# ---- sev_led_scanner ----
===== config.mk =====
export PLATFORM = sky130hd
export DESIGN_NAME = sev_led_scanner
export DESIGN_NICKNAME = d
export VERILOG_FILES = /design/src/rtl/sev_led_scanner.sv
export SDC_FILE = /design/constraint.sdc
export NUM_CORES = 1
export LEC_CHECK = 0
export CORE_MARGIN = 2
export CORE_UTILIZATION = 58
export DETAILED_ROUTE_END_ITERATION = 7
export HOLD_SLACK_MARGIN = 0.1
export PLACE_DENSITY = 0.79
export SLEW_MARGIN = 40
export SYNTH_ARGS = -nofsm -noshare
export SYNTH_HDL_FRONTEND = slang
export SYNTH_SLANG_ARGS = --single-unit

===== constraint.sdc =====
create_clock -name i_clk -period 2.3 [get_ports i_clk]
set_input_delay 0.345 -clock i_clk [delete_from_list [all_inputs] [get_ports i_clk]]
set_output_delay 0.345 -clock i_clk [all_outputs]
set_load 0.02 [all_outputs]

===== src/rtl/sev_led_scanner.sv =====
// sev_led_scanner: time-multiplexed driver for a 4-digit common-cathode/anode display.
//
// Ports:
//   i_clk, i_rst_n    clock (rising edge) and asynchronous active-low reset
//   i_enable          1 = scan the display, 0 = display off (IDLE)
//   i_wr_valid/addr/data, o_wr_ready
//                     valid/ready write port into the shadow digit buffer
//   i_commit          request to copy shadow -> active at the next frame boundary
//   o_code            registered 4-bit code of the digit being scanned
//   o_digit_en        registered one-hot digit enable (all zero while blanking)
//   o_frame_done      one-cycle pulse during the last SHOW cycle of digit 3
//
// Each digit gets BLANK_CYCLES of all-off followed by SCAN_DIV cycles driven.
// o_code is presented during the blank window so a registered decoder downstream
// has settled before the digit enable turns on.
module sev_led_scanner #(
    parameter int unsigned SCAN_DIV     = 1000,
    parameter int unsigned BLANK_CYCLES = 4
) (
    input  logic       i_clk,
    input  logic       i_rst_n,
    input  logic       i_enable,
    input  logic       i_wr_valid,
    input  logic [1:0] i_wr_addr,
    input  logic [3:0] i_wr_data,
    output logic       o_wr_ready,
    input  logic       i_commit,
    output logic [3:0] o_code,
    output logic [3:0] o_digit_en,
    output logic       o_frame_done
);

    typedef enum logic [1:0] {StIdle, StBlank, StShow} state_t;

    localparam logic [15:0] ShowLast  = 16'(SCAN_DIV - 1);
    localparam logic [15:0] BlankLast = 16'(BLANK_CYCLES - 1);

    state_t      r_state;
    logic [1:0]  r_idx;
    logic [15:0] r_cnt;
    logic [3:0]  r_shadow [4];
    logic [3:0]  r_active [4];
    logic        r_pending;
    logic        r_wr_ready;
    logic [3:0]  r_code;
    logic [3:0]  r_digit_en;
    logic        r_frame_done;

    state_t      w_state_d;
    logic [1:0]  w_idx_d;
    logic [15:0] w_cnt_d;
    logic [3:0]  w_active_d [4];
    logic        w_pending_d;
    logic        w_copy;
    logic        w_wr_fire;
    logic [3:0]  w_code_d;
    logic [3:0]  w_digit_en_d;
    logic        w_frame_done_d;

    // Scan FSM next state.
    always_comb begin
        w_state_d = r_state;
        w_idx_d   = r_idx;
        w_cnt_d   = r_cnt;
        if (!i_enable) begin
            w_state_d = StIdle;
            w_idx_d   = 2'd0;
            w_cnt_d   = 16'd0;
        end else begin
            case (r_state)
                StIdle: begin
                    w_state_d = StBlank;
                    w_idx_d   = 2'd0;
                    w_cnt_d   = 16'd0;
                end
                StBlank: begin
                    if (r_cnt == BlankLast) begin
                        w_state_d = StShow;
                        w_cnt_d   = 16'd0;
                    end else begin
                        w_cnt_d = r_cnt + 16'd1;
                    end
                end
                StShow: begin
                    if (r_cnt == ShowLast) begin
                        w_state_d = StBlank;
                        w_idx_d   = r_idx + 2'd1;
                        w_cnt_d   = 16'd0;
                    end else begin
                        w_cnt_d = r_cnt + 16'd1;
                    end
                end
                default: begin
                    w_state_d = StIdle;
                    w_idx_d   = 2'd0;
                    w_cnt_d   = 16'd0;
                end
            endcase
        end
    end

    // Buffer control. A commit lands only at a frame boundary (or straight away
    // when idle) so a digit never changes value partway through a frame.
    always_comb begin
        w_wr_fire   = i_wr_valid & r_wr_ready;
        w_copy      = r_pending & (r_frame_done | (r_state == StIdle));
        w_pending_d = w_copy ? 1'b0 : (r_pending | i_commit);
        for (int i = 0; i < 4; i++) begin
            w_active_d[i] = w_copy ? r_shadow[i] : r_active[i];
        end
    end

    // Outputs are registered from the next state so they line up with the state
    // they describe; the code uses the post-commit buffer for the same reason.
    always_comb begin
        w_code_d       = 4'd0;
        w_digit_en_d   = 4'd0;
        w_frame_done_d = 1'b0;
        if (w_state_d != StIdle) begin
            w_code_d = w_active_d[w_idx_d];
        end
        if (w_state_d == StShow) begin
            w_digit_en_d   = 4'b0001 << w_idx_d;
            w_frame_done_d = (w_idx_d == 2'd3) && (w_cnt_d == ShowLast);
        end
    end

    always_ff @(posedge i_clk or negedge i_rst_n) begin
        if (!i_rst_n) begin
            r_state      <= StIdle;
            r_idx        <= 2'd0;
            r_cnt        <= 16'd0;
            r_pending    <= 1'b0;
            r_wr_ready   <= 1'b0;
            r_code       <= 4'd0;
            r_digit_en   <= 4'd0;
            r_frame_done <= 1'b0;
            for (int i = 0; i < 4; i++) begin
                r_shadow[i] <= 4'd0;
                r_active[i] <= 4'd0;
            end
        end else begin
            r_state      <= w_state_d;
            r_idx        <= w_idx_d;
            r_cnt        <= w_cnt_d;
            r_pending    <= w_pending_d;
            r_wr_ready   <= ~w_pending_d;
            r_code       <= w_code_d;
            r_digit_en   <= w_digit_en_d;
            r_frame_done <= w_frame_done_d;
            for (int i = 0; i < 4; i++) begin
                r_active[i] <= w_active_d[i];
            end
            if (w_wr_fire) begin
                r_shadow[i_wr_addr] <= i_wr_data;
            end
        end
    end

    assign o_wr_ready   = r_wr_ready;
    assign o_code       = r_code;
    assign o_digit_en   = r_digit_en;
    assign o_frame_done = r_frame_done;

endmodule


# ---- instr_fetch_unit ----
**config.mk**
```make
export PLATFORM = sky130hd
export DESIGN_NAME = instr_fetch_unit
export DESIGN_NICKNAME = d
export VERILOG_FILES = /design/src/rtl/fetch_defs_pkg.sv /design/src/rtl/instr_fetch_unit.sv
export SDC_FILE = /design/constraint.sdc
export NUM_CORES = 1
export LEC_CHECK = 0
export ABC_AREA = 0
export CAP_MARGIN = 10
export CELL_PAD_IN_SITES_DETAIL_PLACEMENT = 0
export CELL_PAD_IN_SITES_GLOBAL_PLACEMENT = 1
export CORE_ASPECT_RATIO = 0.5
export CORE_MARGIN = 5
export CORE_UTILIZATION = 32
export CTS_CLUSTER_DIAMETER = 100
export CTS_CLUSTER_SIZE = 24
export DETAILED_ROUTE_END_ITERATION = 12
export GPL_TIMING_DRIVEN = 0
export HOLD_SLACK_MARGIN = 0.1
export PLACE_DENSITY = 0.79
export SLEW_MARGIN = 30
export SYNTH_ARGS = -nofsm -noshare
export SYNTH_HDL_FRONTEND = slang
export SYNTH_SLANG_ARGS = --single-unit
```
**constraint.sdc**
```tcl
create_clock -name clk -period 2.9 [get_ports clk]
set_input_delay 0.435 -clock clk [delete_from_list [all_inputs] [get_ports clk]]
set_output_delay 0.435 -clock clk [all_outputs]
set_load 0.01 [all_outputs]
```
**src/rtl/fetch_defs_pkg.sv**
```systemverilog
// Shared definitions for the instruction fetch stage: FSM encodings and
// the default reset PC and idle instruction value.
package fetch_defs;

  typedef enum logic [1:0] {
    ST_IDLE  = 2'd0,
    ST_FETCH = 2'd1,
    ST_OUT   = 2'd2
  } fetch_state_e;

  localparam logic [31:0] RESET_PC_DEFAULT = 32'h0000_0350;
  localparam logic [31:0] INSTR_NOP        = 32'h0000_0000;

endpackage

```
**src/rtl/instr_fetch_unit.sv**
```systemverilog
// Instruction fetch stage: holds the PC, reads one word from a fixed-latency
// instruction memory, and presents it to decode.
//
// Decode handshake: if_valid/if_instr/if_pc are held stable while if_valid is
// high; a transfer occurs on any rising edge where if_valid && if_ready.
// if_ready is ignored while if_valid is low. A redirect squashes any in-flight
// or held instruction; if it coincides with a transfer, that transfer still
// counts as accepted.
module instr_fetch_unit
  import fetch_defs::*;
#(
  parameter int unsigned MEM_WIDTH   = 32,
  parameter int unsigned MEM_SIZE    = 256,
  parameter logic [31:0] RESET_PC    = RESET_PC_DEFAULT,
  parameter int unsigned WAIT_CYCLES = 1,
  localparam int unsigned AW         = $clog2(MEM_SIZE)
) (
  input  logic                 clk,
  input  logic                 rst,
  input  logic                 fetch_en,
  input  logic                 redirect_valid,
  input  logic [31:0]          redirect_pc,
  output logic                 if_valid,
  output logic [MEM_WIDTH-1:0] if_instr,
  output logic [31:0]          if_pc,
  input  logic                 if_ready,
  output logic [AW-1:0]        mem_addr,
  output logic                 mem_read_en,
  output logic                 mem_write_en,
  output logic [MEM_WIDTH-1:0] mem_write_val,
  input  logic [MEM_WIDTH-1:0] mem_read_val,
  output fetch_state_e         dbg_state
);

  // Last wait-counter value; the memory data is captured when cnt reaches it.
  localparam logic [3:0] CNT_LAST = 4'(WAIT_CYCLES);

  fetch_state_e         state_q, state_d;
  logic [3:0]           cnt_q, cnt_d;
  logic [31:0]          pc_q, pc_d;
  logic                 if_valid_q, if_valid_d;
  logic [MEM_WIDTH-1:0] if_instr_q, if_instr_d;
  logic [31:0]          if_pc_q, if_pc_d;

  // State registers with synchronous reset.
  always_ff @(posedge clk) begin
    if (rst) begin
      state_q    <= ST_IDLE;
      cnt_q      <= 4'd0;
      pc_q       <= RESET_PC;
      if_valid_q <= 1'b0;
      if_instr_q <= MEM_WIDTH'(INSTR_NOP);
      if_pc_q    <= 32'd0;
    end else begin
      state_q    <= state_d;
      cnt_q      <= cnt_d;
      pc_q       <= pc_d;
      if_valid_q <= if_valid_d;
      if_instr_q <= if_instr_d;
      if_pc_q    <= if_pc_d;
    end
  end

  // Next-state logic; redirect overrides every state-specific decision.
  always_comb begin
    state_d    = state_q;
    cnt_d      = cnt_q;
    pc_d       = pc_q;
    if_valid_d = if_valid_q;
    if_instr_d = if_instr_q;
    if_pc_d    = if_pc_q;

    if (redirect_valid) begin
      // Masking keeps the target word-aligned; any pending capture is dropped.
      pc_d       = redirect_pc & 32'hFFFF_FFFC;
      cnt_d      = 4'd0;
      if_valid_d = 1'b0;
      state_d    = fetch_en ? ST_FETCH : ST_IDLE;
    end else begin
      case (state_q)
        ST_IDLE: begin
          if (fetch_en) begin
            state_d = ST_FETCH;
            cnt_d   = 4'd0;
          end
        end
        ST_FETCH: begin
          if (cnt_q == CNT_LAST) begin
            // Capture cycle completes regardless of fetch_en.
            if_instr_d = mem_read_val;
            if_pc_d    = pc_q;
            if_valid_d = 1'b1;
            pc_d       = pc_q + 32'd4;
            cnt_d      = 4'd0;
            state_d    = ST_OUT;
          end else if (!fetch_en) begin
            cnt_d   = 4'd0;
            state_d = ST_IDLE;
          end else begin
            cnt_d = cnt_q + 4'd1;
          end
        end
        ST_OUT: begin
          if (if_valid_q && if_ready) begin
            if_valid_d = 1'b0;
            cnt_d      = 4'd0;
            state_d    = fetch_en ? ST_FETCH : ST_IDLE;
          end
        end
        default: begin
          state_d = ST_IDLE;
          cnt_d   = 4'd0;
        end
      endcase
    end
  end

  assign mem_addr      = pc_q[AW+1:2];
  assign mem_read_en   = (state_q == ST_FETCH);
  assign mem_write_en  = 1'b0;
  assign mem_write_val = '0;

  assign if_valid  = if_valid_q;
  assign if_instr  = if_instr_q;
  assign if_pc     = if_pc_q;
  assign dbg_state = state_q;

endmodule
```

==> screenshots <==
Sequential cells colored by netlist name.
Other sequential cells in the stronger gray, the rest of the logic in the fainter gray.
image #1
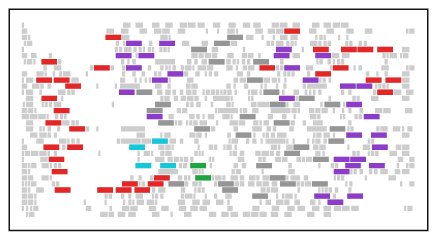
image #2
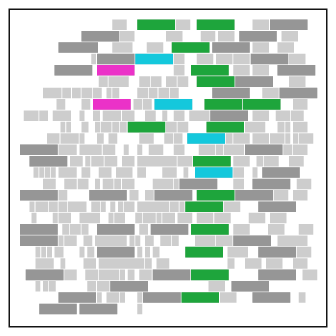
- most sequential cells: image #1
- most cells: image #1
- instr_fetch_unit = image #1
- sev_led_scanner = image #2

Key to image #2:
legend:
  r_idx:
    color: magenta
    placed_flops: 2
  r_active:
    color: green
    placed_flops: 16
  o_code:
    color: cyan
    placed_flops: 4
not colored: 41

instr_fetch_unit/clock_nets.png
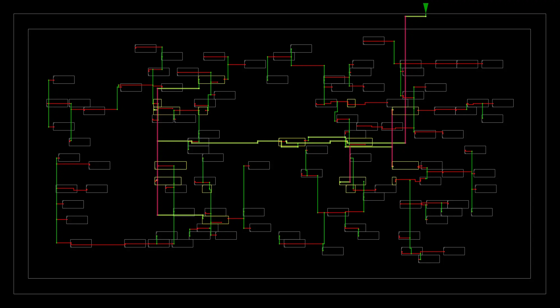
clkbuf count: 10
Worst Clk Skew: 0.0100 ns
Clock Sink Count: 99
Late-Pin Clk Latency: 0.35 ns

instr_fetch_unit/clock_wires.png
The bar under the picture is 50 um long.
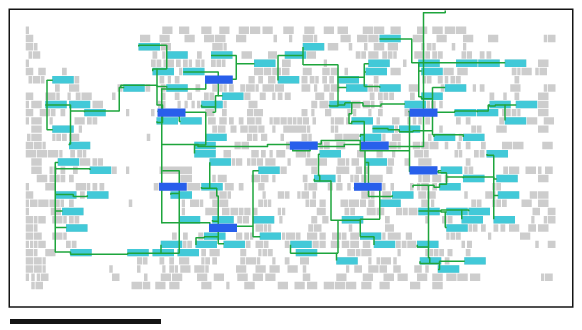
legend:
  clock-net drivers:
    color: blue
    count: 9
  flip-flops:
    color: cyan
    count: 99
  clock wires:
    color: green
    length: 1,300 um
routed clock nets: 10

==> results.ini, instr_fetch_unit <==
[yosys]
synthMostInstantiatedCell=dfxtp_1
top_logic_kind=simple AND/OR/NAND/NOR gates
ys_types=50

[pwr]
switching_share=0.259

[routing]
routedWlPerCell_um=16.3
wirelength_um=16500
drtIter0Drc=405

[finish]
area_growth_pct=41.8
comb_area_um2=2480
stdcell_count=1015

[outcome]
status=finished, final reports clean

[place]
dp_slack_ns=0.309
place_area_um2=6700
placedCellCount=999

[global_routing]
grt_pass1_wl_um=26300

[clocking]
clk_pin_slew_ns=0.07

instr_fetch_unit: worst max-delay path, stage by stage, from the launching register on:
cell     delay [ns]
dfxtp_1        0.39
ha_1           0.18
or3b_2         0.44
buf_2          0.21
nor3_2         0.64
buf_2          0.35
nand2_1        0.07
a21oi_1        0.17
instr_fetch_unit: area by class of cell:
class / instances / area share
well taps: 204 / 0.0365
plain buffers: 95 / 0.0768
clock buffers: 10 / 0.0327
repair buffers: 138 / 0.197
clock inverters: 6 / 0.0102
inverters: 16 / 0.00858
multi-input cells: 447 / 0.355
flip-flops and latches: 99 / 0.283
sev_led_scanner/clock_wires.png
The bar under the picture is 20 um long.
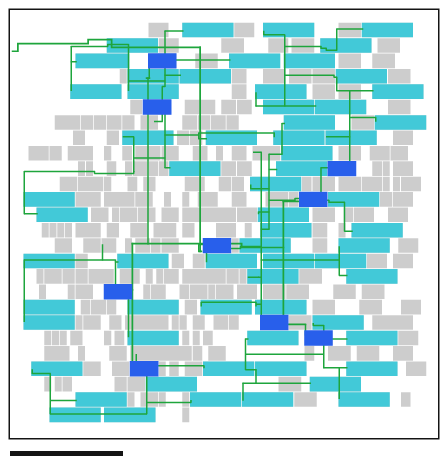
legend:
  flip-flops:
    color: cyan
    count: 63
  clock wires:
    color: green
    length: 750 um
  clock-net drivers:
    color: blue
    count: 9
flops lie: spread over the die
routed clock nets: 10

==> results.ini, sev_led_scanner <==
[yosys]
synthMostInstantiatedCell=dfrtp_1
synth-edff-count=0

[place]
dp_slack_ns=0.142

[global_routing]
overflow=0
grt_util_met1=0.302
gr-max-usage-layer=met2

[routing]
dr_wl_met2_um=2840
wl_met3_um=175
routedWlPerCell_um=16.2

[pwr]
leakagePower_nw=1.52
p_comb_frac=0.203
p_int_mw=2.26

[finish]
drive_gt1_frac=0.234
lay_top_cells=dfrtp_1 (62), mux2_2 (32), nor2_1 (23)
stdcell_count=361
num-nets-final=302

[setup_path]
critPathLaunch=r_cnt[12]
worst-endpoint-arrival_ns=2.38
critical_path.top_delay_family=simple AND/OR/NAND/NOR gates

[clocking]
clk_pin_slew_ns=0.07

[outcome]
status=finished, final reports clean

[floorplan]
die_w_um=75.6

==> sev_led_scanner: how the worst min path moves through the flow <==
stage / endpoint / slack (ns) / depth (start not counted)
3_5_place_dp: r_shadow[0] / 0.34 / 1
2_1_floorplan: o_code[0] / 0.05 / 0
6_report: r_cnt[0] / 0.49 / 1
3_3_place_gp: r_shadow[0] / 0.34 / 1
5_1_grt: r_cnt[0] / 0.50 / 1
4_1_cts: r_cnt[0] / 0.49 / 1


==> gallery <==
I/O pins on the die edge.
Pins as bars across the die edge, other pins in gray.
shot_01.png
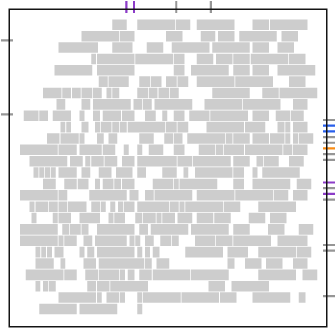
shot_02.png
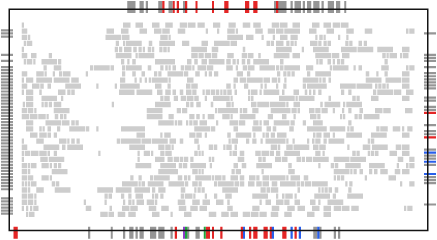
instr_fetch_unit is shot_02.png.
sev_led_scanner is shot_01.png.
Of these, most pins: shot_02.png

Key to shot_01.png:
legend:
  o_digit_en:
    color: purple
    pins: 4
    direction: output
    edge: 2 north, 2 east
  o_wr_ready:
    color: orange
    pins: 1
    direction: output
    edge: east
  i_wr_addr:
    color: blue
    pins: 2
    direction: input
    edge: east
all pins by edge: 15 east, 4 north, 2 west

